# decryption_r1_flat

Fig. 1: decryption_r1_flat, register map, names as in the netlist
The bar under the picture is 100 um long.
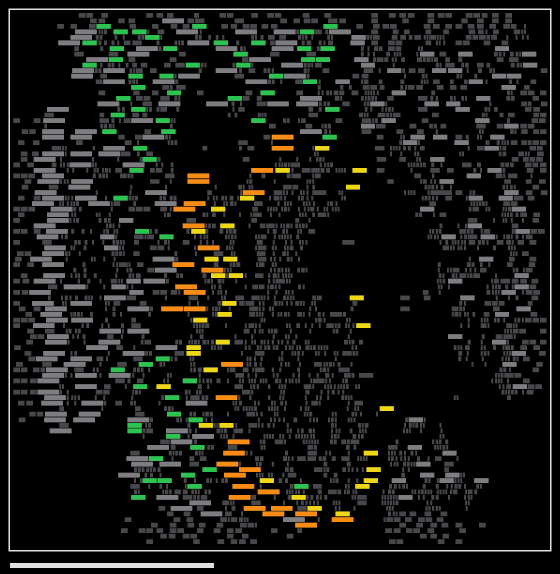

$ cat config.mk
export PLATFORM = sky130hd
export DESIGN_NAME = decryption_r1_flat
export DESIGN_NICKNAME = d
export VERILOG_FILES = /design/src/rtl/dh_pkg.sv /design/src/rtl/decryption_r1_if.sv /design/src/rtl/mod_reduce.sv /design/src/rtl/decryption_r1.sv /design/src/flat_wrapper.sv
export SDC_FILE = /design/constraint.sdc
export NUM_CORES = 1
export LEC_CHECK = 0
export ABC_AREA = 1
export CORE_MARGIN = 1
export CORE_UTILIZATION = 25
export CTS_BUF_LIST = sky130_fd_sc_hd__clkbuf_2 sky130_fd_sc_hd__clkbuf_4 sky130_fd_sc_hd__clkbuf_8
export CTS_CLUSTER_SIZE = 14
export DETAILED_ROUTE_END_ITERATION = 8
export PLACE_DENSITY = 0.45
export SETUP_SLACK_MARGIN = 0.1
export SYNTH_ARGS = -nofsm -noshare
export SYNTH_HDL_FRONTEND = slang
export SYNTH_HIERARCHICAL = 1
export SYNTH_SLANG_ARGS = --single-unit
$ cat constraint.sdc
create_clock -name clk -period 28.6 [get_ports clk]
set_clock_uncertainty 0.15 [all_clocks]
set_input_delay 7.15 -clock clk [delete_from_list [all_inputs] [get_ports clk]]
set_output_delay 7.15 -clock clk [all_outputs]
set_load 0.02 [all_outputs]
$ cat src/rtl/dh_pkg.sv
// Shared definitions for the Diffie-Hellman key-exchange datapath.
// Holds the operand widths, the reduction length and the FSM state
// encoding used by the round-1 encryption/decryption stages.
package dh_pkg;

  localparam int DW            = 64;  // exp, nonce and ciphertext width
  localparam int PW            = 32;  // modulus width
  localparam int REDUCE_CYCLES = 64;  // one exp bit per cycle
  localparam int CNT_W         = 6;   // bit counter width, 2**CNT_W == DW

  typedef logic [2:0] state_t;

  localparam state_t ST_IDLE    = 3'd0;
  localparam state_t ST_REDUCE  = 3'd1;
  localparam state_t ST_SEND    = 3'd2;
  localparam state_t ST_WAIT_C2 = 3'd3;
  localparam state_t ST_FIN     = 3'd4;

endpackage

$ cat src/rtl/decryption_r1_if.sv
// Handshake/data bundle of the round-1 decryption stage.
// slave  : the decryption_r1 block (operands/c2 in, c1/r1/status out)
// master : the surrounding handshake logic (or a testbench)
interface decryption_r1_if;
  import dh_pkg::*;

  logic          start;
  logic [DW-1:0] exp;
  logic [PW-1:0] p;
  logic [DW-1:0] r2;
  logic [DW-1:0] r1_ref;
  logic [DW-1:0] c2;
  logic          c2_valid;
  logic          busy;
  logic [DW-1:0] c1;
  logic          c1_valid;
  logic [DW-1:0] r1;
  logic          true_o;
  logic          err;
  logic          done;

  modport slave (
    input  start, exp, p, r2, r1_ref, c2, c2_valid,
    output busy, c1, c1_valid, r1, true_o, err, done
  );

  modport master (
    output start, exp, p, r2, r1_ref, c2, c2_valid,
    input  busy, c1, c1_valid, r1, true_o, err, done
  );

endinterface

$ cat src/rtl/mod_reduce.sv
// Bit-serial restoring reduction: rem = x mod m, one bit of x per step,
// MSB first. Shared between the encryption and decryption stages.
// Ports:
//   clk, rst  clock / synchronous active-high reset (counter only)
//   load      clear remainder and bit counter
//   step      consume the next bit of x
//   x, m      dividend and modulus, held stable by the caller while stepping
//   rem       current remainder (always < m, so rem[PW] stays 0)
//   rem_nxt   remainder after the current step
//   done      high during the step that consumes the last bit of x
module mod_reduce
  import dh_pkg::*;
(
  input  logic          clk,
  input  logic          rst,
  input  logic          load,
  input  logic          step,
  input  logic [DW-1:0] x,
  input  logic [PW-1:0] m,
  output logic [PW:0]   rem,
  output logic [PW:0]   rem_nxt,
  output logic          done
);

  logic [CNT_W-1:0] cnt;
  logic [PW:0]      t;

  // ~cnt selects x[DW-1-cnt] because DW is exactly 2**CNT_W.
  always_comb begin
    t       = {rem[PW-1:0], x[~cnt]};
    rem_nxt = (t >= {1'b0, m}) ? t - {1'b0, m} : t;
    done    = step && (cnt == CNT_W'(REDUCE_CYCLES - 1));
  end

  always_ff @(posedge clk) begin
    if (rst)       cnt <= '0;
    else if (load) cnt <= '0;
    else if (step) cnt <= cnt + 1'b1;
  end

  always_ff @(posedge clk) begin
    if (load)      rem <= '0;
    else if (step) rem <= rem_nxt;
  end

endmodule

$ cat src/rtl/decryption_r1.sv
// Responder-side round-1 stage: derives k = exp mod p, sends c1 = k ^ r2,
// then recovers r1 = k ^ c2 from the peer reply and flags r1 == r1_ref.
// Ports:
//   clk  system clock, all state on the rising edge
//   rst  synchronous active-high reset, aborts any operation
//   bus  decryption_r1_if.slave: start/exp/p/r2 request, c2/c2_valid/r1_ref
//        reply, busy/c1/c1_valid/r1/true_o/err/done results
module decryption_r1
  import dh_pkg::*;
(
  input  logic             clk,
  input  logic             rst,
  decryption_r1_if.slave   bus
);

  state_t        state;
  logic [DW-1:0] exp_q;
  logic [PW-1:0] p_q;
  logic [DW-1:0] r2_q;
  logic [DW-1:0] c1_q;
  logic [DW-1:0] r1_q;
  logic          true_q;
  logic          err_q;

  logic          accept;
  logic          red_step;
  logic          red_done;
  logic [PW:0]   red_rem;
  logic [PW:0]   red_rem_nxt;
  logic [DW-1:0] k;
  logic [DW-1:0] k_nxt;
  logic [DW-1:0] r1_calc;

  assign accept   = (state == ST_IDLE) && bus.start;
  assign red_step = (state == ST_REDUCE);

  mod_reduce u_reduce (
    .clk     (clk),
    .rst     (rst),
    .load    (accept),
    .step    (red_step),
    .x       (exp_q),
    .m       (p_q),
    .rem     (red_rem),
    .rem_nxt (red_rem_nxt),
    .done    (red_done)
  );

  // Remainder is below p, so zero-extending the 33-bit value gives k.
  assign k       = {{(DW-PW-1){1'b0}}, red_rem};
  assign k_nxt   = {{(DW-PW-1){1'b0}}, red_rem_nxt};
  assign r1_calc = k ^ bus.c2;

  // Operands are only meaningful after an accepted start.
  always_ff @(posedge clk) begin
    if (accept) begin
      exp_q <= bus.exp;
      p_q   <= bus.p;
      r2_q  <= bus.r2;
    end
  end

  always_ff @(posedge clk) begin
    if (rst) begin
      state  <= ST_IDLE;
      c1_q   <= '0;
      r1_q   <= '0;
      true_q <= 1'b0;
      err_q  <= 1'b0;
    end else begin
      case (state)
        ST_IDLE: begin
          if (bus.start) begin
            c1_q   <= '0;
            r1_q   <= '0;
            true_q <= 1'b0;
            err_q  <= (bus.p == '0);
            state  <= (bus.p == '0) ? ST_FIN : ST_REDUCE;
          end
        end
        ST_REDUCE: begin
          // c1 is captured from the final step so it is valid in SEND.
          if (red_done) begin
            c1_q  <= k_nxt ^ r2_q;
            state <= ST_SEND;
          end
        end
        ST_SEND: state <= ST_WAIT_C2;
        ST_WAIT_C2: begin
          if (bus.c2_valid) begin
            r1_q   <= r1_calc;
            true_q <= (r1_calc == bus.r1_ref);
            state  <= ST_FIN;
          end
        end
        ST_FIN:  state <= ST_IDLE;
        default: state <= ST_IDLE;
      endcase
    end
  end

  assign bus.busy     = (state != ST_IDLE);
  assign bus.c1_valid = (state == ST_SEND);
  assign bus.done     = (state == ST_FIN);
  assign bus.c1       = c1_q;
  assign bus.r1       = r1_q;
  assign bus.true_o   = true_q;
  assign bus.err      = err_q;

endmodule

$ cat src/flat_wrapper.sv
// flat-port wrapper written by rule: the top's interface ports become plain ports
module decryption_r1_flat import dh_pkg::*;
  (clk, rst, bus_start, bus_exp, bus_p, bus_r2, bus_r1_ref, bus_c2, bus_c2_valid, bus_busy, bus_c1, bus_c1_valid, bus_r1, bus_true_o, bus_err, bus_done);
  decryption_r1_if bus_i ();
  input  logic clk;
  input  logic rst;
  input wire logic [$bits(bus_i.start)-1:0] bus_start;
  input wire logic [$bits(bus_i.exp)-1:0] bus_exp;
  input wire logic [$bits(bus_i.p)-1:0] bus_p;
  input wire logic [$bits(bus_i.r2)-1:0] bus_r2;
  input wire logic [$bits(bus_i.r1_ref)-1:0] bus_r1_ref;
  input wire logic [$bits(bus_i.c2)-1:0] bus_c2;
  input wire logic [$bits(bus_i.c2_valid)-1:0] bus_c2_valid;
  output wire logic [$bits(bus_i.busy)-1:0] bus_busy;
  output wire logic [$bits(bus_i.c1)-1:0] bus_c1;
  output wire logic [$bits(bus_i.c1_valid)-1:0] bus_c1_valid;
  output wire logic [$bits(bus_i.r1)-1:0] bus_r1;
  output wire logic [$bits(bus_i.true_o)-1:0] bus_true_o;
  output wire logic [$bits(bus_i.err)-1:0] bus_err;
  output wire logic [$bits(bus_i.done)-1:0] bus_done;
  assign bus_i.start = bus_start;
  assign bus_i.exp = bus_exp;
  assign bus_i.p = bus_p;
  assign bus_i.r2 = bus_r2;
  assign bus_i.r1_ref = bus_r1_ref;
  assign bus_i.c2 = bus_c2;
  assign bus_i.c2_valid = bus_c2_valid;
  assign bus_busy = bus_i.busy;
  assign bus_c1 = bus_i.c1;
  assign bus_c1_valid = bus_i.c1_valid;
  assign bus_r1 = bus_i.r1;
  assign bus_true_o = bus_i.true_o;
  assign bus_err = bus_i.err;
  assign bus_done = bus_i.done;
  decryption_r1 u_core (.clk(clk), .rst(rst), .bus(bus_i));
endmodule
# store_buffer

File: src/rtl/uarch_pkg.sv
// rtl/uarch_pkg.sv - store queue sizes, entry/request types and pointer window helper
package uarch_pkg;

  localparam int PIPE_WIDTH    = 2;
  localparam int TAG_WIDTH     = 6;
  localparam int CPU_ADDR_BITS = 32;
  localparam int CPU_DATA_BITS = 32;
  localparam int SQ_DEPTH      = 8;
  localparam int SQ_IDX        = $clog2(SQ_DEPTH);

  typedef logic [SQ_IDX:0]   sq_ptr_t;
  typedef logic [SQ_IDX-1:0] sq_idx_t;

  typedef struct packed {
    logic [TAG_WIDTH-1:0]     rob_tag;
    logic [CPU_ADDR_BITS-1:0] addr;
    logic [CPU_DATA_BITS-1:0] data;
    logic [3:0]               be;
    logic                     resolved;
    logic                     committed;
    logic                     valid;
  } sq_entry_t;

  typedef struct packed {
    logic                     valid;
    logic [CPU_ADDR_BITS-1:0] addr;
    logic [CPU_DATA_BITS-1:0] data;
    logic [3:0]               be;
  } dmem_store_req_t;

  // True when slot idx lies in the circular window [lo, hi) of wrap-bit pointers
  function automatic logic in_window(input sq_idx_t idx, input sq_ptr_t lo, input sq_ptr_t hi);
    sq_idx_t off;
    sq_ptr_t span;
    off  = idx - lo[SQ_IDX-1:0];
    span = hi - lo;
    return ({1'b0, off} < span);
  endfunction

endpackage

File: src/rtl/sq_tag_cam.sv
// rtl/sq_tag_cam.sv - ROB tag match across store queue entries, one-hot hit vector
module sq_tag_cam
  import uarch_pkg::*;
(
  input  logic                                en,
  input  logic [TAG_WIDTH-1:0]                tag,
  input  logic [SQ_DEPTH-1:0][TAG_WIDTH-1:0]  entry_tags,
  input  logic [SQ_DEPTH-1:0]                 candidate,
  output logic [SQ_DEPTH-1:0]                 hit
);

  // Compare the searched tag against every candidate entry in parallel
  always_comb begin
    hit = '0;
    for (int i = 0; i < SQ_DEPTH; i++) begin
      hit[i] = en && candidate[i] && (entry_tags[i] == tag);
    end
  end

endmodule

File: src/rtl/store_buffer.sv
// rtl/store_buffer.sv - in-order store queue, optional load forwarding under STORE_BUFFER_FWD_EN
module store_buffer
  import uarch_pkg::*;
(
  input  logic                                 clk,
  input  logic                                 rst,
  input  logic                                 flush,
  input  logic [PIPE_WIDTH-1:0]                sq_alloc_req,
  input  logic [PIPE_WIDTH-1:0][TAG_WIDTH-1:0] sq_alloc_rob_tags,
  output logic [1:0]                           sq_rdy,
  output logic [PIPE_WIDTH-1:0][SQ_IDX-1:0]    sq_alloc_ids,
  input  logic                                 st_exec_valid,
  input  logic [TAG_WIDTH-1:0]                 st_exec_rob_tag,
  input  logic [CPU_ADDR_BITS-1:0]             st_exec_addr,
  input  logic [CPU_DATA_BITS-1:0]             st_exec_data,
  input  logic [3:0]                           st_exec_be,
  input  logic [PIPE_WIDTH-1:0][TAG_WIDTH-1:0] commit_store_ids,
  input  logic [PIPE_WIDTH-1:0]                commit_store_vals,
  output logic                                 dmem_req_valid,
  output logic [CPU_ADDR_BITS-1:0]             dmem_req_addr,
  output logic [CPU_DATA_BITS-1:0]             dmem_req_data,
  output logic [3:0]                           dmem_req_be,
  input  logic                                 dmem_req_ready,
  output logic                                 sq_empty,
  output logic [SQ_IDX:0]                      sq_count
`ifdef STORE_BUFFER_FWD_EN
  ,
  input  logic                                 ld_fwd_valid,
  input  logic [CPU_ADDR_BITS-1:0]             ld_fwd_addr,
  output logic                                 ld_fwd_hit,
  output logic [CPU_DATA_BITS-1:0]             ld_fwd_data,
  output logic                                 ld_fwd_conflict
`endif
);

  sq_entry_t                          entries_q [SQ_DEPTH];
  sq_entry_t                          entries_d [SQ_DEPTH];
  sq_ptr_t                            head_q, head_d;
  sq_ptr_t                            cmt_q, cmt_d;
  sq_ptr_t                            tail_q, tail_d;
  sq_ptr_t                            count;
  sq_ptr_t                            free_cnt;
  sq_ptr_t                            n_acc;
  sq_entry_t                          head_entry;
  dmem_store_req_t                    dmem_req;
  logic                               drain_fire;
  logic [SQ_DEPTH-1:0][TAG_WIDTH-1:0] entry_tags;
  logic [SQ_DEPTH-1:0]                res_candidate;
  logic [SQ_DEPTH-1:0]                res_hit;
  sq_idx_t                            cmt_second_idx;

  assign count    = tail_q - head_q;
  assign free_cnt = sq_ptr_t'(SQ_DEPTH) - count;
  assign sq_count = count;
  assign sq_empty = (count == '0);
  assign sq_rdy   = {free_cnt >= sq_ptr_t'(2), free_cnt >= sq_ptr_t'(1)};

  // Offer the next free indices in compacted slot order
  always_comb begin
    sq_alloc_ids = '0;
    for (int k = 0; k < PIPE_WIDTH; k++) begin
      sq_alloc_ids[k] = tail_q[SQ_IDX-1:0] + sq_idx_t'(k);
    end
  end

  // Drain port shows the oldest entry once it is both resolved and committed
  always_comb begin
    head_entry = entries_q[head_q[SQ_IDX-1:0]];
    dmem_req   = '0;
    if (head_entry.valid && head_entry.resolved && head_entry.committed) begin
      dmem_req.valid = 1'b1;
      dmem_req.addr  = head_entry.addr & ~CPU_ADDR_BITS'(3);
      dmem_req.data  = head_entry.data;
      dmem_req.be    = head_entry.be;
    end
  end

  assign dmem_req_valid = dmem_req.valid;
  assign dmem_req_addr  = dmem_req.addr;
  assign dmem_req_data  = dmem_req.data;
  assign dmem_req_be    = dmem_req.be;
  assign drain_fire     = dmem_req.valid && dmem_req_ready;

  // Resolve candidates: allocated, not yet resolved, and inside [cmt, tail)
  always_comb begin
    entry_tags    = '0;
    res_candidate = '0;
    for (int i = 0; i < SQ_DEPTH; i++) begin
      entry_tags[i]    = entries_q[i].rob_tag;
      res_candidate[i] = entries_q[i].valid && !entries_q[i].resolved &&
                         in_window(sq_idx_t'(i), cmt_q, tail_q);
    end
  end

  sq_tag_cam u_res_cam (
    .en         (st_exec_valid),
    .tag        (st_exec_rob_tag),
    .entry_tags (entry_tags),
    .candidate  (res_candidate),
    .hit        (res_hit)
  );

  // Next state: drain, resolve, commit, then either flush rollback or allocation
  always_comb begin
    entries_d = entries_q;
    head_d    = head_q;
    cmt_d     = cmt_q;
    tail_d    = tail_q;
    n_acc     = '0;

    if (drain_fire) begin
      entries_d[head_q[SQ_IDX-1:0]] = '0;
      head_d = head_q + 1'b1;
    end

    for (int i = 0; i < SQ_DEPTH; i++) begin
      if (res_hit[i]) begin
        entries_d[i].addr     = st_exec_addr;
        entries_d[i].data     = st_exec_data;
        entries_d[i].be       = st_exec_be;
        entries_d[i].resolved = 1'b1;
      end
    end

    for (int k = 0; k < PIPE_WIDTH; k++) begin
      if (commit_store_vals[k]) begin
        entries_d[cmt_d[SQ_IDX-1:0]].committed = 1'b1;
        cmt_d = cmt_d + 1'b1;
      end
    end

    if (flush) begin
      for (int i = 0; i < SQ_DEPTH; i++) begin
        if (in_window(sq_idx_t'(i), cmt_d, tail_q)) begin
          entries_d[i] = '0;
        end
      end
      tail_d = cmt_d;
    end else begin
      for (int k = 0; k < PIPE_WIDTH; k++) begin
        if (sq_alloc_req[k] && (n_acc < free_cnt)) begin
          entries_d[tail_d[SQ_IDX-1:0]]         = '0;
          entries_d[tail_d[SQ_IDX-1:0]].valid   = 1'b1;
          entries_d[tail_d[SQ_IDX-1:0]].rob_tag = sq_alloc_rob_tags[k];
          tail_d = tail_d + 1'b1;
          n_acc  = n_acc + 1'b1;
        end
      end
    end
  end

  // Pointer and entry registers
  always_ff @(posedge clk) begin
    if (rst) begin
      head_q <= '0;
      cmt_q  <= '0;
      tail_q <= '0;
      for (int i = 0; i < SQ_DEPTH; i++) begin
        entries_q[i] <= '0;
      end
    end else begin
      head_q    <= head_d;
      cmt_q     <= cmt_d;
      tail_q    <= tail_d;
      entries_q <= entries_d;
    end
  end

  assign cmt_second_idx = cmt_q[SQ_IDX-1:0] + sq_idx_t'(commit_store_vals[0]);

  // A retiring store must be the one the ROB names; the entry is committed either way
  always_ff @(posedge clk) begin
    if (!rst && commit_store_vals[0]) begin
      assert (entries_q[cmt_q[SQ_IDX-1:0]].rob_tag == commit_store_ids[0]);
    end
    if (!rst && commit_store_vals[1]) begin
      assert (entries_q[cmt_second_idx].rob_tag == commit_store_ids[1]);
    end
  end

`ifdef STORE_BUFFER_FWD_EN
  // Youngest committed store to the same word decides: full-word hit or partial conflict
  always_comb begin
    sq_entry_t sel;
    logic      found;
    sq_idx_t   idx;
    sel   = '0;
    found = 1'b0;
    idx   = '0;
    for (int k = 0; k < SQ_DEPTH; k++) begin
      idx = head_q[SQ_IDX-1:0] + sq_idx_t'(k);
      if (in_window(idx, head_q, cmt_q) && entries_q[idx].valid &&
          entries_q[idx].committed && entries_q[idx].resolved &&
          (((entries_q[idx].addr ^ ld_fwd_addr) & ~CPU_ADDR_BITS'(3)) == '0)) begin
        sel   = entries_q[idx];
        found = 1'b1;
      end
    end
    ld_fwd_hit      = ld_fwd_valid && found && (sel.be == 4'hF);
    ld_fwd_conflict = ld_fwd_valid && found && (sel.be != 4'hF);
    ld_fwd_data     = ld_fwd_hit ? sel.data : '0;
  end
`endif

endmodule

File: config.mk
export PLATFORM = sky130hd
export DESIGN_NAME = store_buffer
export DESIGN_NICKNAME = d
export VERILOG_FILES = /design/src/rtl/uarch_pkg.sv /design/src/rtl/sq_tag_cam.sv /design/src/rtl/store_buffer.sv
export SDC_FILE = /design/constraint.sdc
export NUM_CORES = 2
export LEC_CHECK = 0
export CORE_AREA = 2 2 327 329
export CTS_CLUSTER_DIAMETER = 100
export DETAILED_ROUTE_END_ITERATION = 7
export DIE_AREA = 0 0 329 331
export MAX_ROUTING_LAYER = met4
export PLACE_DENSITY = 0.5
export SKIP_CTS_REPAIR_TIMING = 1
export SYNTH_ARGS = -nofsm -noshare
export SYNTH_HDL_FRONTEND = slang
export SYNTH_SLANG_ARGS = --single-unit
File: constraint.sdc
create_clock -name clk -period 4.3 [get_ports clk]
set_input_delay 0.86 -clock clk [delete_from_list [all_inputs] [get_ports clk]]
set_output_delay 0.86 -clock clk [all_outputs]
set_load 0.01 [all_outputs]
# uart_tx_core

## src/rtl/uart_pkg.sv

```systemverilog
// rtl/uart_pkg.sv - shared UART types and constants (PARITY state used only with UART_TX_PARITY_EN)
package uart_pkg;

  typedef enum logic [2:0] {
    IDLE,
    START,
    DATA,
    PARITY,
    STOP
  } uart_state_e;

  localparam logic [1:0] PAR_NONE = 2'b00;
  localparam logic [1:0] PAR_EVEN = 2'b01;
  localparam logic [1:0] PAR_ODD  = 2'b10;

  localparam int MIN_BAUD_DIV = 2;

  // Mode 2'b11 is treated like PAR_NONE.
  function automatic logic parity_enabled(input logic [1:0] mode);
    return (mode == PAR_EVEN) || (mode == PAR_ODD);
  endfunction

endpackage

```

## src/rtl/uart_tx_fifo.sv

```systemverilog
// rtl/uart_tx_fifo.sv - synchronous transmit FIFO with occupancy count
module uart_tx_fifo #(
  parameter int DATA_WIDTH = 8,
  parameter int FIFO_DEPTH = 4
) (
  input  logic                          clk,
  input  logic                          rst_n,
  input  logic                          push,
  input  logic                          pop,
  input  logic [DATA_WIDTH-1:0]         wdata,
  output logic [DATA_WIDTH-1:0]         rdata,
  output logic                          full,
  output logic                          empty,
  output logic [$clog2(FIFO_DEPTH):0]   level
);

  localparam int PTR_W = $clog2(FIFO_DEPTH);
  localparam int LVL_W = PTR_W + 1;

  logic [DATA_WIDTH-1:0] mem [FIFO_DEPTH];
  logic [PTR_W-1:0]      wr_ptr;
  logic [PTR_W-1:0]      rd_ptr;
  logic                  do_push;
  logic                  do_pop;

  assign full    = (level == LVL_W'(FIFO_DEPTH));
  assign empty   = (level == '0);
  assign do_push = push && !full;
  assign do_pop  = pop && !empty;
  assign rdata   = mem[rd_ptr];

  always_ff @(posedge clk) begin
    if (do_push) begin
      mem[wr_ptr] <= wdata;
    end
  end

  // Power-of-two depth lets the pointers wrap naturally.
  always_ff @(posedge clk) begin
    if (!rst_n) begin
      wr_ptr <= '0;
      rd_ptr <= '0;
      level  <= '0;
    end else begin
      if (do_push) begin
        wr_ptr <= wr_ptr + 1'b1;
      end
      if (do_pop) begin
        rd_ptr <= rd_ptr + 1'b1;
      end
      unique case ({do_push, do_pop})
        2'b10:   level <= level + 1'b1;
        2'b01:   level <= level - 1'b1;
        default: level <= level;
      endcase
    end
  end

endmodule

```

## src/rtl/uart_tx_core.sv

```systemverilog
// rtl/uart_tx_core.sv - UART transmitter: FIFO, baud/bit counters, frame FSM
// Optional parity bit built only when UART_TX_PARITY_EN is defined.
module uart_tx_core
  import uart_pkg::*;
#(
  parameter int DATA_WIDTH = 8,
  parameter int FIFO_DEPTH = 4,
  parameter int DIV_WIDTH  = 16
) (
  input  logic                          clk,
  input  logic                          rst_n,
  input  logic [DATA_WIDTH-1:0]         s_data,
  input  logic                          s_valid,
  output logic                          s_ready,
  input  logic [DIV_WIDTH-1:0]          baud_div,
  input  logic                          stop2,
  input  logic [1:0]                    parity_mode,
  output logic                          tx,
  output logic                          busy,
  output logic [$clog2(FIFO_DEPTH):0]   fifo_level
);

  localparam int BIT_W = (DATA_WIDTH > 1) ? $clog2(DATA_WIDTH) : 1;
  localparam logic [DIV_WIDTH-1:0] MIN_DIV = DIV_WIDTH'(MIN_BAUD_DIV);

  uart_state_e           state;
  logic [DATA_WIDTH-1:0] shift_q;
  logic [DIV_WIDTH-1:0]  baud_cnt;
  logic [DIV_WIDTH-1:0]  period_q;
  logic [BIT_W-1:0]      bit_cnt;
  logic                  stop2_q;

  logic                  fifo_full;
  logic                  fifo_empty;
  logic [DATA_WIDTH-1:0] fifo_rdata;
  logic                  push;
  logic                  bit_end;
  logic                  last_stop;
  logic                  frame_start;

  assign s_ready = !fifo_full;
  assign push    = s_valid && s_ready;
  assign busy    = (state != IDLE) || (fifo_level != '0);

  assign bit_end     = (baud_cnt == period_q - 1'b1);
  // In STOP, bit_cnt counts completed stop bits.
  assign last_stop   = (state == STOP) && bit_end && (!stop2_q || (bit_cnt != '0));
  assign frame_start = !fifo_empty && ((state == IDLE) || last_stop);

  uart_tx_fifo #(
    .DATA_WIDTH (DATA_WIDTH),
    .FIFO_DEPTH (FIFO_DEPTH)
  ) u_fifo (
    .clk   (clk),
    .rst_n (rst_n),
    .push  (push),
    .pop   (frame_start),
    .wdata (s_data),
    .rdata (fifo_rdata),
    .full  (fifo_full),
    .empty (fifo_empty),
    .level (fifo_level)
  );

`ifdef UART_TX_PARITY_EN
  logic par_en_q;
  logic par_bit_q;

  always_ff @(posedge clk) begin
    if (!rst_n) begin
      par_en_q  <= 1'b0;
      par_bit_q <= 1'b0;
    end else if (frame_start) begin
      par_en_q  <= parity_enabled(parity_mode);
      par_bit_q <= (parity_mode == PAR_ODD) ? ~^fifo_rdata : ^fifo_rdata;
    end
  end
`else
  logic unused_parity;
  assign unused_parity = ^parity_mode;
`endif

  always_ff @(posedge clk) begin
    if (!rst_n) begin
      state    <= IDLE;
      tx       <= 1'b1;
      shift_q  <= '0;
      baud_cnt <= '0;
      bit_cnt  <= '0;
      period_q <= MIN_DIV;
      stop2_q  <= 1'b0;
    end else if (frame_start) begin
      // Frame settings are sampled once here and held for the whole frame.
      state    <= START;
      tx       <= 1'b0;
      shift_q  <= fifo_rdata;
      baud_cnt <= '0;
      bit_cnt  <= '0;
      period_q <= (baud_div < MIN_DIV) ? MIN_DIV : baud_div;
      stop2_q  <= stop2;
    end else if (state != IDLE) begin
      if (!bit_end) begin
        baud_cnt <= baud_cnt + 1'b1;
      end else begin
        baud_cnt <= '0;
        unique case (state)
          START: begin
            state   <= DATA;
            tx      <= shift_q[0];
            shift_q <= shift_q >> 1;
            bit_cnt <= '0;
          end
          DATA: begin
            if (bit_cnt == BIT_W'(DATA_WIDTH - 1)) begin
              bit_cnt <= '0;
`ifdef UART_TX_PARITY_EN
              if (par_en_q) begin
                state <= PARITY;
                tx    <= par_bit_q;
              end else begin
                state <= STOP;
                tx    <= 1'b1;
              end
`else
              state <= STOP;
              tx    <= 1'b1;
`endif
            end else begin
              bit_cnt <= bit_cnt + 1'b1;
              tx      <= shift_q[0];
              shift_q <= shift_q >> 1;
            end
          end
`ifdef UART_TX_PARITY_EN
          PARITY: begin
            state   <= STOP;
            tx      <= 1'b1;
            bit_cnt <= '0;
          end
`endif
          STOP: begin
            if (last_stop) begin
              state <= IDLE;
              tx    <= 1'b1;
            end else begin
              bit_cnt <= bit_cnt + 1'b1;
            end
          end
          default: begin
            state <= IDLE;
            tx    <= 1'b1;
          end
        endcase
      end
    end
  end

endmodule

```

## config.mk

```make
export PLATFORM = sky130hd
export DESIGN_NAME = uart_tx_core
export DESIGN_NICKNAME = d
export VERILOG_FILES = /design/src/rtl/uart_pkg.sv /design/src/rtl/uart_tx_fifo.sv /design/src/rtl/uart_tx_core.sv
export SDC_FILE = /design/constraint.sdc
export NUM_CORES = 1
export LEC_CHECK = 0
export CAP_MARGIN = 20
export CORE_MARGIN = 4
export CORE_UTILIZATION = 58
export CTS_CLUSTER_DIAMETER = 150
export DETAILED_ROUTE_END_ITERATION = 12
export PLACE_DENSITY_LB_ADDON = 0.05
export SYNTH_ARGS = -nofsm -noshare
export SYNTH_HDL_FRONTEND = slang
export SYNTH_SLANG_ARGS = --single-unit
```

## constraint.sdc

```tcl
create_clock -name clk -period 4.95 [get_ports clk]
set_input_delay 0.99 -clock clk [delete_from_list [all_inputs] [get_ports clk]]
set_output_delay 0.99 -clock clk [all_outputs]
set_load 0.005 [all_outputs]
```

# comparer_sync_flat

`src/rtl/comparer_sync_if.sv`:
```
// Byte-stream bus into the sequence matcher: qualified byte in, per-byte match verdict back.
// The producer side uses master; the matcher uses slave.
interface comparer_sync_if;
   logic       load;
   logic [7:0] data;
   logic       resolve;
   logic       reject;

   modport master (
      output load,
      output data,
      input  resolve,
      input  reject
   );

   modport slave (
      input  load,
      input  data,
      output resolve,
      output reject
   );
endinterface

```
`src/rtl/comparer_sync.sv`:
```
// Sliding-window matcher: flags when the last L loaded bytes equal Ref.
// Verdict is combinational on the byte being loaded; unloaded cycles leave the window untouched.
module comparer_sync #(
   parameter int unsigned    L   = 3,
   parameter logic [8*L-1:0] Ref = "ABC"
) (
   input  logic           clock,
   input  logic           restart_n,
   comparer_sync_if.slave bus
);

   generate
      if (L == 1) begin : g_single
         // A single-byte reference needs no history; the clock is intentionally unused.
         logic unused_clock;
         logic match;

         assign unused_clock = clock;
         assign match        = (bus.data == Ref[7:0]);
         assign bus.resolve  = restart_n & bus.load & match;
         assign bus.reject   = restart_n & bus.load & ~match;
      end else begin : g_window
         localparam int unsigned    HW       = 8 * (L - 1);
         localparam int unsigned    CW       = $clog2(L);
         localparam logic [CW-1:0]  CNT_FULL = CW'(L - 1);

         logic [HW-1:0] hist_q, hist_d;
         logic [CW-1:0] cnt_q, cnt_d;
         logic          full;
         logic          match;

         assign full  = (cnt_q == CNT_FULL);
         assign match = full
                      & (hist_q == Ref[8*L-1:8])
                      & (bus.data == Ref[7:0]);

         always_comb begin
            hist_d = hist_q;
            cnt_d  = cnt_q;
            if (bus.load) begin
               hist_d = (hist_q << 8) | HW'(bus.data);
               if (!full) begin
                  cnt_d = cnt_q + CW'(1);
               end
            end
         end

         // A byte loaded during restart seeds the fresh window rather than being dropped.
         always_ff @(posedge clock) begin
            if (!restart_n) begin
               hist_q <= bus.load ? HW'(bus.data) : '0;
               cnt_q  <= bus.load ? CW'(1) : '0;
            end else begin
               hist_q <= hist_d;
               cnt_q  <= cnt_d;
            end
         end

         assign bus.resolve = restart_n & bus.load & match;
         assign bus.reject  = restart_n & bus.load & full & ~match;
      end
   endgenerate

endmodule

```
`src/flat_wrapper.sv`:
```
// flat-port wrapper written by rule: the top's interface ports become plain ports
module comparer_sync_flat 
#(
   parameter int unsigned    L   = 3,
   parameter logic [8*L-1:0] Ref = "   "
)
  (clock, restart_n, bus_load, bus_data, bus_resolve, bus_reject);
  comparer_sync_if bus_i ();
  input  logic clock;
  input  logic restart_n;
  input wire logic [$bits(bus_i.load)-1:0] bus_load;
  input wire logic [$bits(bus_i.data)-1:0] bus_data;
  output wire logic [$bits(bus_i.resolve)-1:0] bus_resolve;
  output wire logic [$bits(bus_i.reject)-1:0] bus_reject;
  assign bus_i.load = bus_load;
  assign bus_i.data = bus_data;
  assign bus_resolve = bus_i.resolve;
  assign bus_reject = bus_i.reject;
  comparer_sync #(.L(L), .Ref(Ref)) u_core (.clock(clock), .restart_n(restart_n), .bus(bus_i));
endmodule
```
`config.mk`:
```
export PLATFORM = sky130hd
export DESIGN_NAME = comparer_sync_flat
export DESIGN_NICKNAME = d
export VERILOG_FILES = /design/src/rtl/comparer_sync_if.sv /design/src/rtl/comparer_sync.sv /design/src/flat_wrapper.sv
export SDC_FILE = /design/constraint.sdc
export NUM_CORES = 1
export LEC_CHECK = 0
export CAP_MARGIN = 20
export CORE_UTILIZATION = 50
export CTS_CLUSTER_DIAMETER = 200
export CTS_CLUSTER_SIZE = 10
export DETAILED_ROUTE_END_ITERATION = 6
export PLACE_DENSITY = 0.84
export SETUP_SLACK_MARGIN = 0.1
export SLEW_MARGIN = 20
export SYNTH_ARGS = -nofsm -noshare
export SYNTH_HDL_FRONTEND = slang
export SYNTH_SLANG_ARGS = --single-unit
```
`constraint.sdc`:
```
create_clock -name clock -period 1.68 [get_ports clock]
set_input_delay 0.336 -clock clock [delete_from_list [all_inputs] [get_ports clock]]
set_output_delay 0.336 -clock clock [all_outputs]
set_load 0.1 [all_outputs]
```
Fig. 2: uart_tx_core, metal layers overlaid
The bar under the picture is 20 um long. Only two layers are drawn.
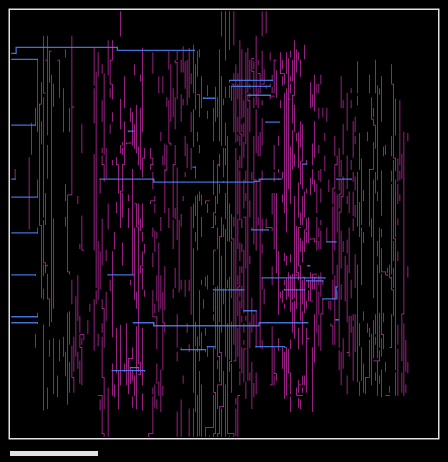
- metal 2: magenta (wire length 4,940 um)
- metal 3: blue (wire length 274 um)
sum of routed wire length over all layers: 9330 um
total routing usage reported by global routing: 0.207
routed length per placed instance: 16.0 um
vias after detailed routing: 3,424

==> results.toml, uart_tx_core <==
# implementation run metrics
[yosys]
netlist_instances = 456
top_cells_by_area = "sky130_fd_sc_hd__dfxtp_1 (25%), sky130_fd_sc_hd__edfxtp_1 (21%), sky130_fd_sc_hd__mux4_2 (3.9%)"
syn_avg_cell_area_um2 = 10.1
synthDominantCellAreaShare = 0.247
async_flop_share = 0
yosys.cell_count.top_type = "sky130_fd_sc_hd__dfxtp_1"
top_cells_by_count = "sky130_fd_sc_hd__dfxtp_1 (57), sky130_fd_sc_hd__nor2_1 (40), sky130_fd_sc_hd__edfxtp_1 (32)"
synthesis.area_mm2 = 0.00462

[critical_path]
cpLargestDelayFamily = "simple AND/OR/NAND/NOR gates"
cells_traversed_along_the_worst_timing_path = "inv_1, ha_1, nor3b_1, and3_1, o211ai_1, or4_4, nor4_4, nor2_1, inv_2, ha_1, inv_1, fa_1, xor2_1, or3_1, a21oi_1"
setup.worst_path.class = "reg -> reg"
setup.reg_to_reg.worst_slack_ns = 0.60
cp-end-kind = "flip-flop"
worst_r2r_endpoint = "u_fifo.level[2]$_SDFFE_PN0P_"
critical-path-slowest-cell = "sky130_fd_sc_hd__nor3b_1"

[run_status]
outcome = "complete, no violations"

[power_and_ir_drop]
max_rail_drop_vdd_mv = 0.250
power.net_switching_mw = 1.03
power.density_cell_area_mw_per_mm2 = 502

[final_timing]
tns_ns = 0
fin_worst_skew_ns = 0.00643
rsz0062_at_grt = "false"
post-route-min-period_ns = 4.35
worst_slew_pin_slew_ns = 0.794

[cells_and_area]
area.growth.synth_to_final_pct = 11.8
share_of_the_final_layout_cell_area_in_sequential_cells = 0.407
nets = 517

[detailed_routing]
dr.pass1.iters = 5
m1WireLength_um = 3940

[global_routing]
first_global_vias = 3372
grt_first_pass_wirelength_um = 16000

[floorplan]
pin_count = 36

[placed_design]
dp_hpwl_um = 6950
uart_tx_core: stage by stage:
step	setup slack, ns	total power, mW	utilization
global placement	0.777	2.09	0.644
detailed placement	0.646	2.13	0.644
floorplan	0.974	1.86	-
finish	0.596	2.59	0.668
CTS	0.614	2.61	0.668
global route	0.354	2.79	0.668
uart_tx_core: worst register-to-register path: cells and delay by family, from the launching register on:
kind | cells | cell delay, ns
AND-OR/OR-AND | 2 | 0.26
AND/OR/NAND/NOR | 6 | 2.25
buffers and inverters | 3 | 0.35
flip-flops | 1 | 0.39
XOR/XNOR | 1 | 0.16
adder cells (fa/ha/maj) | 3 | 0.87
uart_tx_core: registers in the layout (all words and copies together) (netlist names), named ones only:
| register | count |
|---|---|
| shift_q | 8 |
| tx | 1 |
| u_fifo.mem | 32 |
| baud_cnt | 16 |
| u_fifo.level | 3 |
| u_fifo.rd_ptr | 2 |
| state | 3 |
| bit_cnt | 3 |
| period_q | 16 |
| u_fifo.wr_ptr | 2 |
| stop2_q | 1 |
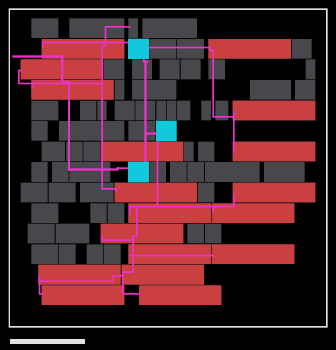
Fig. 3. Clock network drawn from the DEF (comparer_sync_flat).
The bar under the picture is 10 um long.
- clock drivers: cyan (count 3)
- flip-flops: red (count 18)
- clock wires: magenta (length 212 um)
- flops lie: spread over the die
- routed clock nets: 4
Worst Clk Skew: 0.000523 ns
portion of total power attributed to the clock network: 0.239
clock group total power: 219 uW
later-pin clock latency in the skew report: 0.29 ns

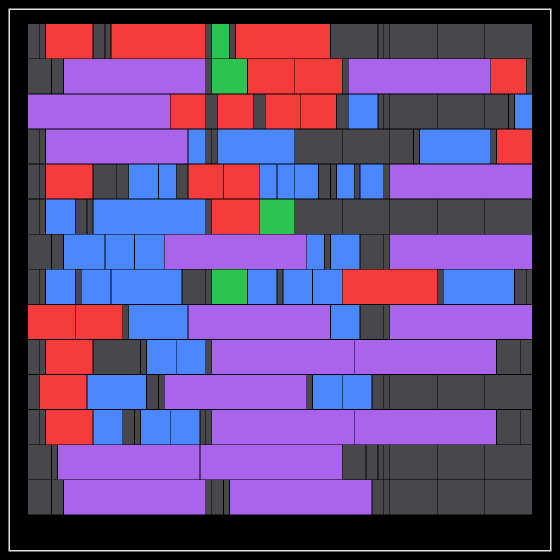
Fig. 4. Placement by cell class (comparer_sync_flat).
Fill, decap, tap and diode cells in grey.
- other buffers and delay cells: red (cells 21; share of their area 21%)
- combinational and other logic: blue (cells 36; share of their area 26%)
- clock drivers and dummy loads: green (cells 4; share of their area 2.5%)
- flops: purple (cells 18; share of their area 51%)
Row Count: 14
core occupancy in the finished layout: 0.726
post-route standard cell area excluding fillers: 0.00108 mm^2
share of the final layout cell area in sequential cells: 0.500
CORE AREA: 0.00149 mm^2

==> results.toml, comparer_sync_flat <==
# implementation run metrics
[run_status]
outcome = "complete, but fails checks"
violations = "negative setup slack"

[yosys]
topCombFamilyByArea = "simple AND/OR/NAND/NOR gates"
synth.ff_latch_count = 18
synthDominantCellAreaShare = 0.680

[critical_path]
cp.arrival_ns = 1.81
worstPathBufferInverterCount = 3

[final_timing]
setup_viol_count_final = 2
postLayoutSetupSlackWorst_ns = -0.464
timing.fmax_mhz = 466

[cells_and_area]
combinational_share_of_cell_area = 0.247
bufAreaShareNonClock = 0.204
instances_no_fill = 95

[cts]
numClockSinks = 18
clock_tree.root_cell = "sky130_fd_sc_hd__clkbuf_4"

[power_and_ir_drop]
power.share.sequential = 0.621

[detailed_routing]
post_route_antenna_net_violation_count = 0

[floorplan]
die_w_um = 41.9
[comparer_sync_flat: registers in the layout, indices dropped and copies added, names as in the netlist]
name and flops:
u_core.g_window.cnt_q 2, u_core.g_window.hist_q 16
[comparer_sync_flat: through the flow]
step           area (um^2)  power [mW]
2_1_floorplan          810       0.629
3_3_place_gp          1040       0.694
3_5_place_dp          1040       0.702
4_1_cts               1080       0.916
5_1_grt               1080       0.956
6_report              1080       0.915
[comparer_sync_flat: path summary, 6_finish.rpt]
kind / start / to / slack, ns / cells after the start
worst min register to register: u_core.g_window.hist_q[4]$_DFFE_PP_ / u_core.g_window.hist_q[12]$_SDFFCE_PN0P_ / 0.57 / 1
worst min-delay path: u_core.g_window.hist_q[4]$_DFFE_PP_ / u_core.g_window.hist_q[12]$_SDFFCE_PN0P_ / 0.57 / 1
worst max register to register: u_core.g_window.cnt_q[1]$_SDFFCE_PN0P_ / u_core.g_window.cnt_q[1]$_SDFFCE_PN0P_ / 0.47 / 3
worst max-delay path: u_core.g_window.cnt_q[0]$_DFFE_PP_ / bus_resolve / -0.46 / 7
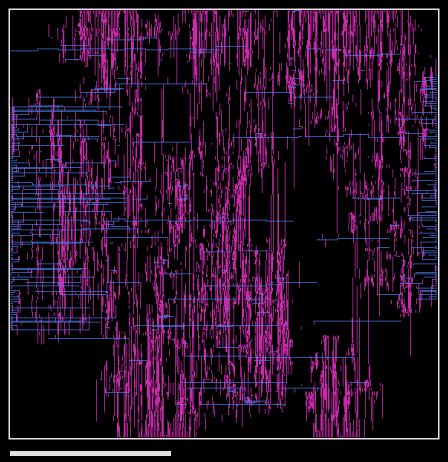
Fig. 5. Metal layers overlaid (decryption_r1_flat).
The bar under the picture is 100 um long. Only two layers are drawn.
- metal 2: magenta (wire length 28.7 mm)
- metal 3: blue (wire length 4,820 um)

About Fig. 1:
- u_core/u_reduce/rem: yellow (flops 33)
- u_core/bus.c1: green (flops 64)
- u_core/p_q: orange (flops 32; where a vertical strip down the middle)
- not coloured: 203

==> results.toml, decryption_r1_flat <==
# implementation run metrics
[detailed_routing]
detail_route.wirelength_um = 62100
detail_route.vias_per_cell = 4.40

[cts]
clock.latency.late_pin_ns = 0.66
postCtsHoldBufs = 0
clock_tree.root_cell = "sky130_fd_sc_hd__clkbuf_8"
post_cts_resized = 0
clock_tree_from_tritoncts = "done"

[yosys]
synthSimpleGateAreaFrac = 0.310
synth_area_leader_cell = "sky130_fd_sc_hd__edfxtp_1"
number_of_flops_mapped_to_enable_cells_by_yosys = 160
async_flop_share = 0
yosysWarningCount = 6
synth-seq-area-share = 0.477

[final_timing]
rsz0062_at_grt = "false"
setup_viol_count_final = 0
fin_crit_sh = 0.325

[cells_and_area]
seq_cell_count = 332
nets = 3037
share_of_the_final_layout_cell_area_in_sequential_cells = 0.347
area_share_clock_buf_inv = 0.0610

[critical_path]
critPathMaxFanout = 5
crit_start = "u_core/state[2]$_SDFFE_PP0P_"
worstSetupStartpointType = "flip-flop"

[power_and_ir_drop]
power.density_cell_area_mw_per_mm2 = 89.0
top_power_consumer_group = "combinational logic"
power.net_switching_uw = 915

[run_status]
outcome = "complete, no violations"
-- decryption_r1_flat: stage by stage --
step / hold slack [ns] / power (mW)
global route: 0.328 / 2.29
finish: 0.312 / 2.12
CTS: 0.315 / 2.15
global placement: 0.303 / 1.60
detailed placement: 0.307 / 1.60
floorplan: 0.342 / 1.31
-- decryption_r1_flat: layer usage --
layer	vias to the layer above	GRT usage	routed length, um	part of all wire
met4	28	0.0512	1180	0.019
li1	8251	-	-	-
met2	448	0.284	28700	0.46
met5	-	0	186	0.0030
met3	102	0.0584	4820	0.078
met1	7447	0.218	27200	0.44
-- decryption_r1_flat: worst max-delay path: stages, from the launching register on --
cell and delay (ns):
sky130_fd_sc_hd__dfxtp_1 0.43, sky130_fd_sc_hd__nor2_4 0.08, sky130_fd_sc_hd__nand2_1 0.20, sky130_fd_sc_hd__clkdlybuf4s50_1 0.67
-- decryption_r1_flat: kinds of logic after synthesis --
logic type                 after synthesis
and+or+nand+nor                       1255
buffers and inverters                  371
DFF                                    332
AOI/OAI and AO/OA                      248
xor gates and xnor gates                54
adders and majority gates               34
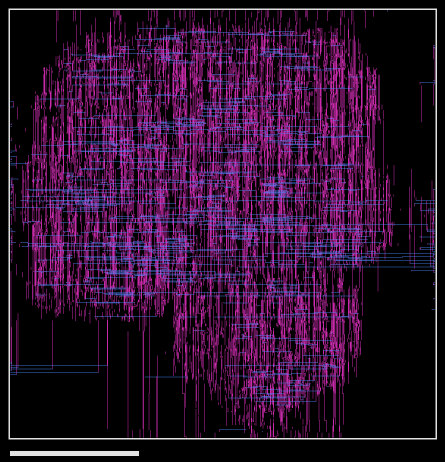
Fig. 6. Metal layers overlaid (store_buffer).
The bar under the picture is 100 um long. Only two layers are drawn.
- metal 3: blue (wire length 13,200 um)
- metal 2: magenta (wire length 66.5 mm)

==> results.toml, store_buffer <==
# implementation run metrics
[final_timing]
rsz0062_at_grt = "true"
postLayoutSetupSlackWorst_ns = -0.156
fin_crit_sh = 1.04
setup_viol_count_final = 29

[global_routing]
grt_first_pass_wirelength_um = 207000
grtUsageMet3 = 0.0578
grt_util_met2 = 0.409

[cts]
clock.latency.late_pin_ns = 0.63
cts_max_path_buffers = 3

[cells_and_area]
instances_no_fill = 5378
inverters = 35
bufAreaShareNonClock = 0.109
insertedDiodeCount = 7
area.growth.synth_to_final_pct = 22.7
area_share_clock_buf_inv = 0.0625
most_common_cell_after_layout_fill_and_taps_aside = "sky130_fd_sc_hd__dfxtp_1"

[job]
stage_log_warnings = 55

[yosys]
yosys.cell_count.top_type = "sky130_fd_sc_hd__dfxtp_1"
top_cells_by_area = "sky130_fd_sc_hd__dfxtp_1 (39%), sky130_fd_sc_hd__nand3_1 (7.8%), sky130_fd_sc_hd__a21oi_1 (7.2%)"
synthFlopType = "sky130_fd_sc_hd__dfxtp_1"
synth.ff_latch_count = 612
number_of_flops_mapped_to_enable_cells_by_yosys = 0

[power_and_ir_drop]
power.switching_fraction = 0.340
power.share.sequential = 0.353
intPower_mw = 10.8

[run_status]
outcome = "complete, but fails checks"
violations = "negative setup slack"

[critical_path]
r2r.worst_path.cells = 15
cp.arrival_ns = 3.60

[detailed_routing]
m1WireLength_um = 62300

[floorplan]
initial_core_util = 0.299
-- store_buffer: worst max-delay path: stages (launching register included) --
cell and delay [ns]:
sky130_fd_sc_hd__dfxtp_4 0.39, sky130_fd_sc_hd__mux2i_1 0.13, sky130_fd_sc_hd__mux4_2 0.49, sky130_fd_sc_hd__a2111oi_2 0.30, sky130_fd_sc_hd__buf_4 0.19, sky130_fd_sc_hd__nand3_4 0.11, sky130_fd_sc_hd__buf_16 0.26, sky130_fd_sc_hd__a221oi_2 0.40
sky130_fd_sc_hd__clkdlybuf4s50_1 0.63
-- store_buffer: power by group through the flow --
stage | Clock [mW] | Combinational, mW | Sequential [mW]
after floorplan | 0 | 2.15 | 5.89
after global placement | 0 | 4.07 | 5.89
after detailed placement | 0 | 4.07 | 5.89
after CTS | 6.44 | 4.09 | 5.77
after global routing | 6.67 | 4.45 | 5.77
final | 6.38 | 4.19 | 5.77
-- store_buffer: flip-flops by register name, indices dropped and copies added, names as in the netlist --
| signal | flops |
|---|---|
| entries_q | 600 |
| tail_q | 4 |
| cmt_q | 4 |
| head_q | 4 |


## Gallery

Register map, names as in the netlist.
shot_01.png
The bar under the picture is 100 um long.
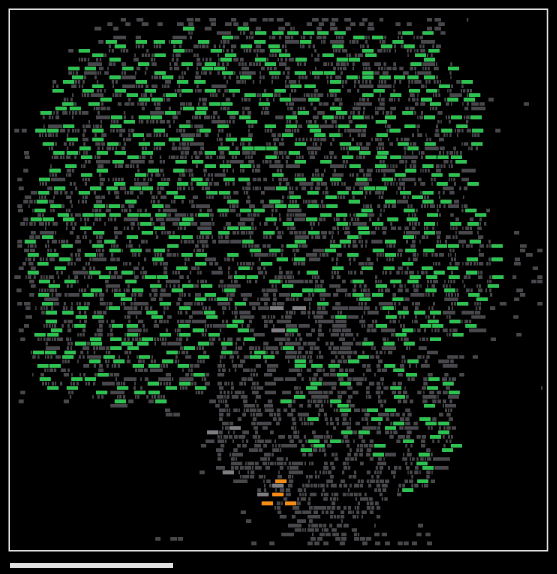
shot_02.png
The bar under the picture is 20 um long.
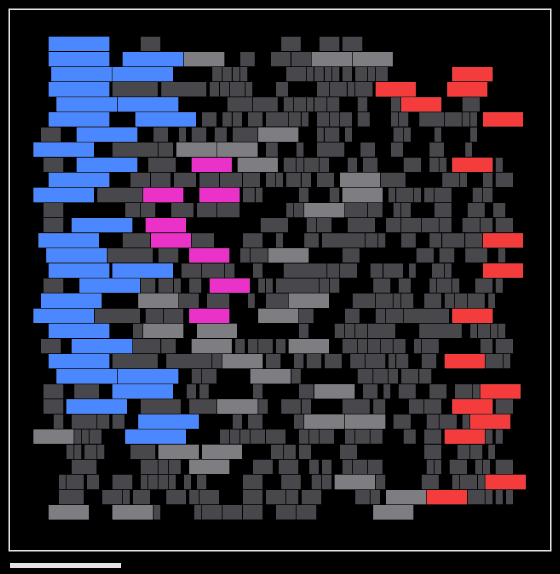
shot_03.png
The bar under the picture is 10 um long.
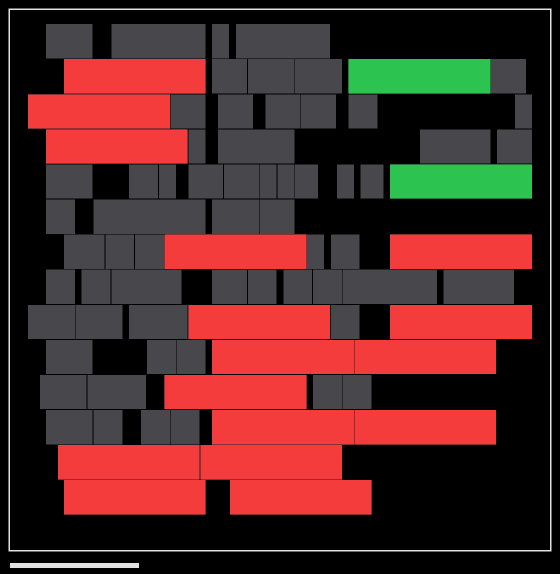
shot_02.png comes from uart_tx_core.
shot_03.png comes from comparer_sync_flat.
shot_01.png comes from store_buffer.
The one with the largest die is shot_01.png.

Key to shot_02.png:
- shift_q: magenta (flops 8)
- baud_cnt: red (flops 16)
- u_fifo.mem: blue (flops 32)


==> layout pictures side by side <==
Clock nets.
Plate I
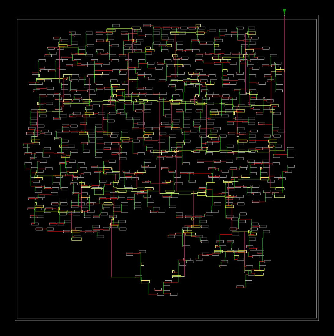
Plate II
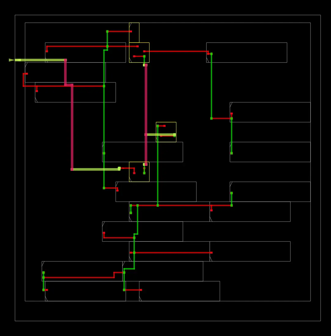
Plate III
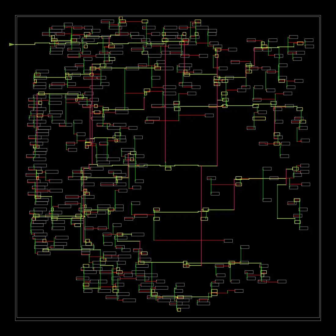
Plate IV
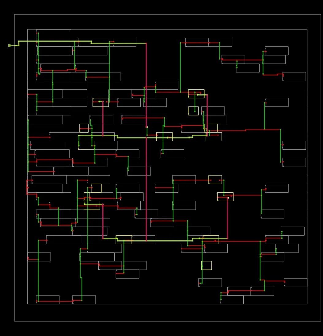
Plate IV comes from uart_tx_core.
Plate II comes from comparer_sync_flat.
Plate I comes from store_buffer.
Plate III comes from decryption_r1_flat.
- most sequential cells: Plate I
- fewest sequential cells: Plate II

Power and IR drop assume default switching activity.
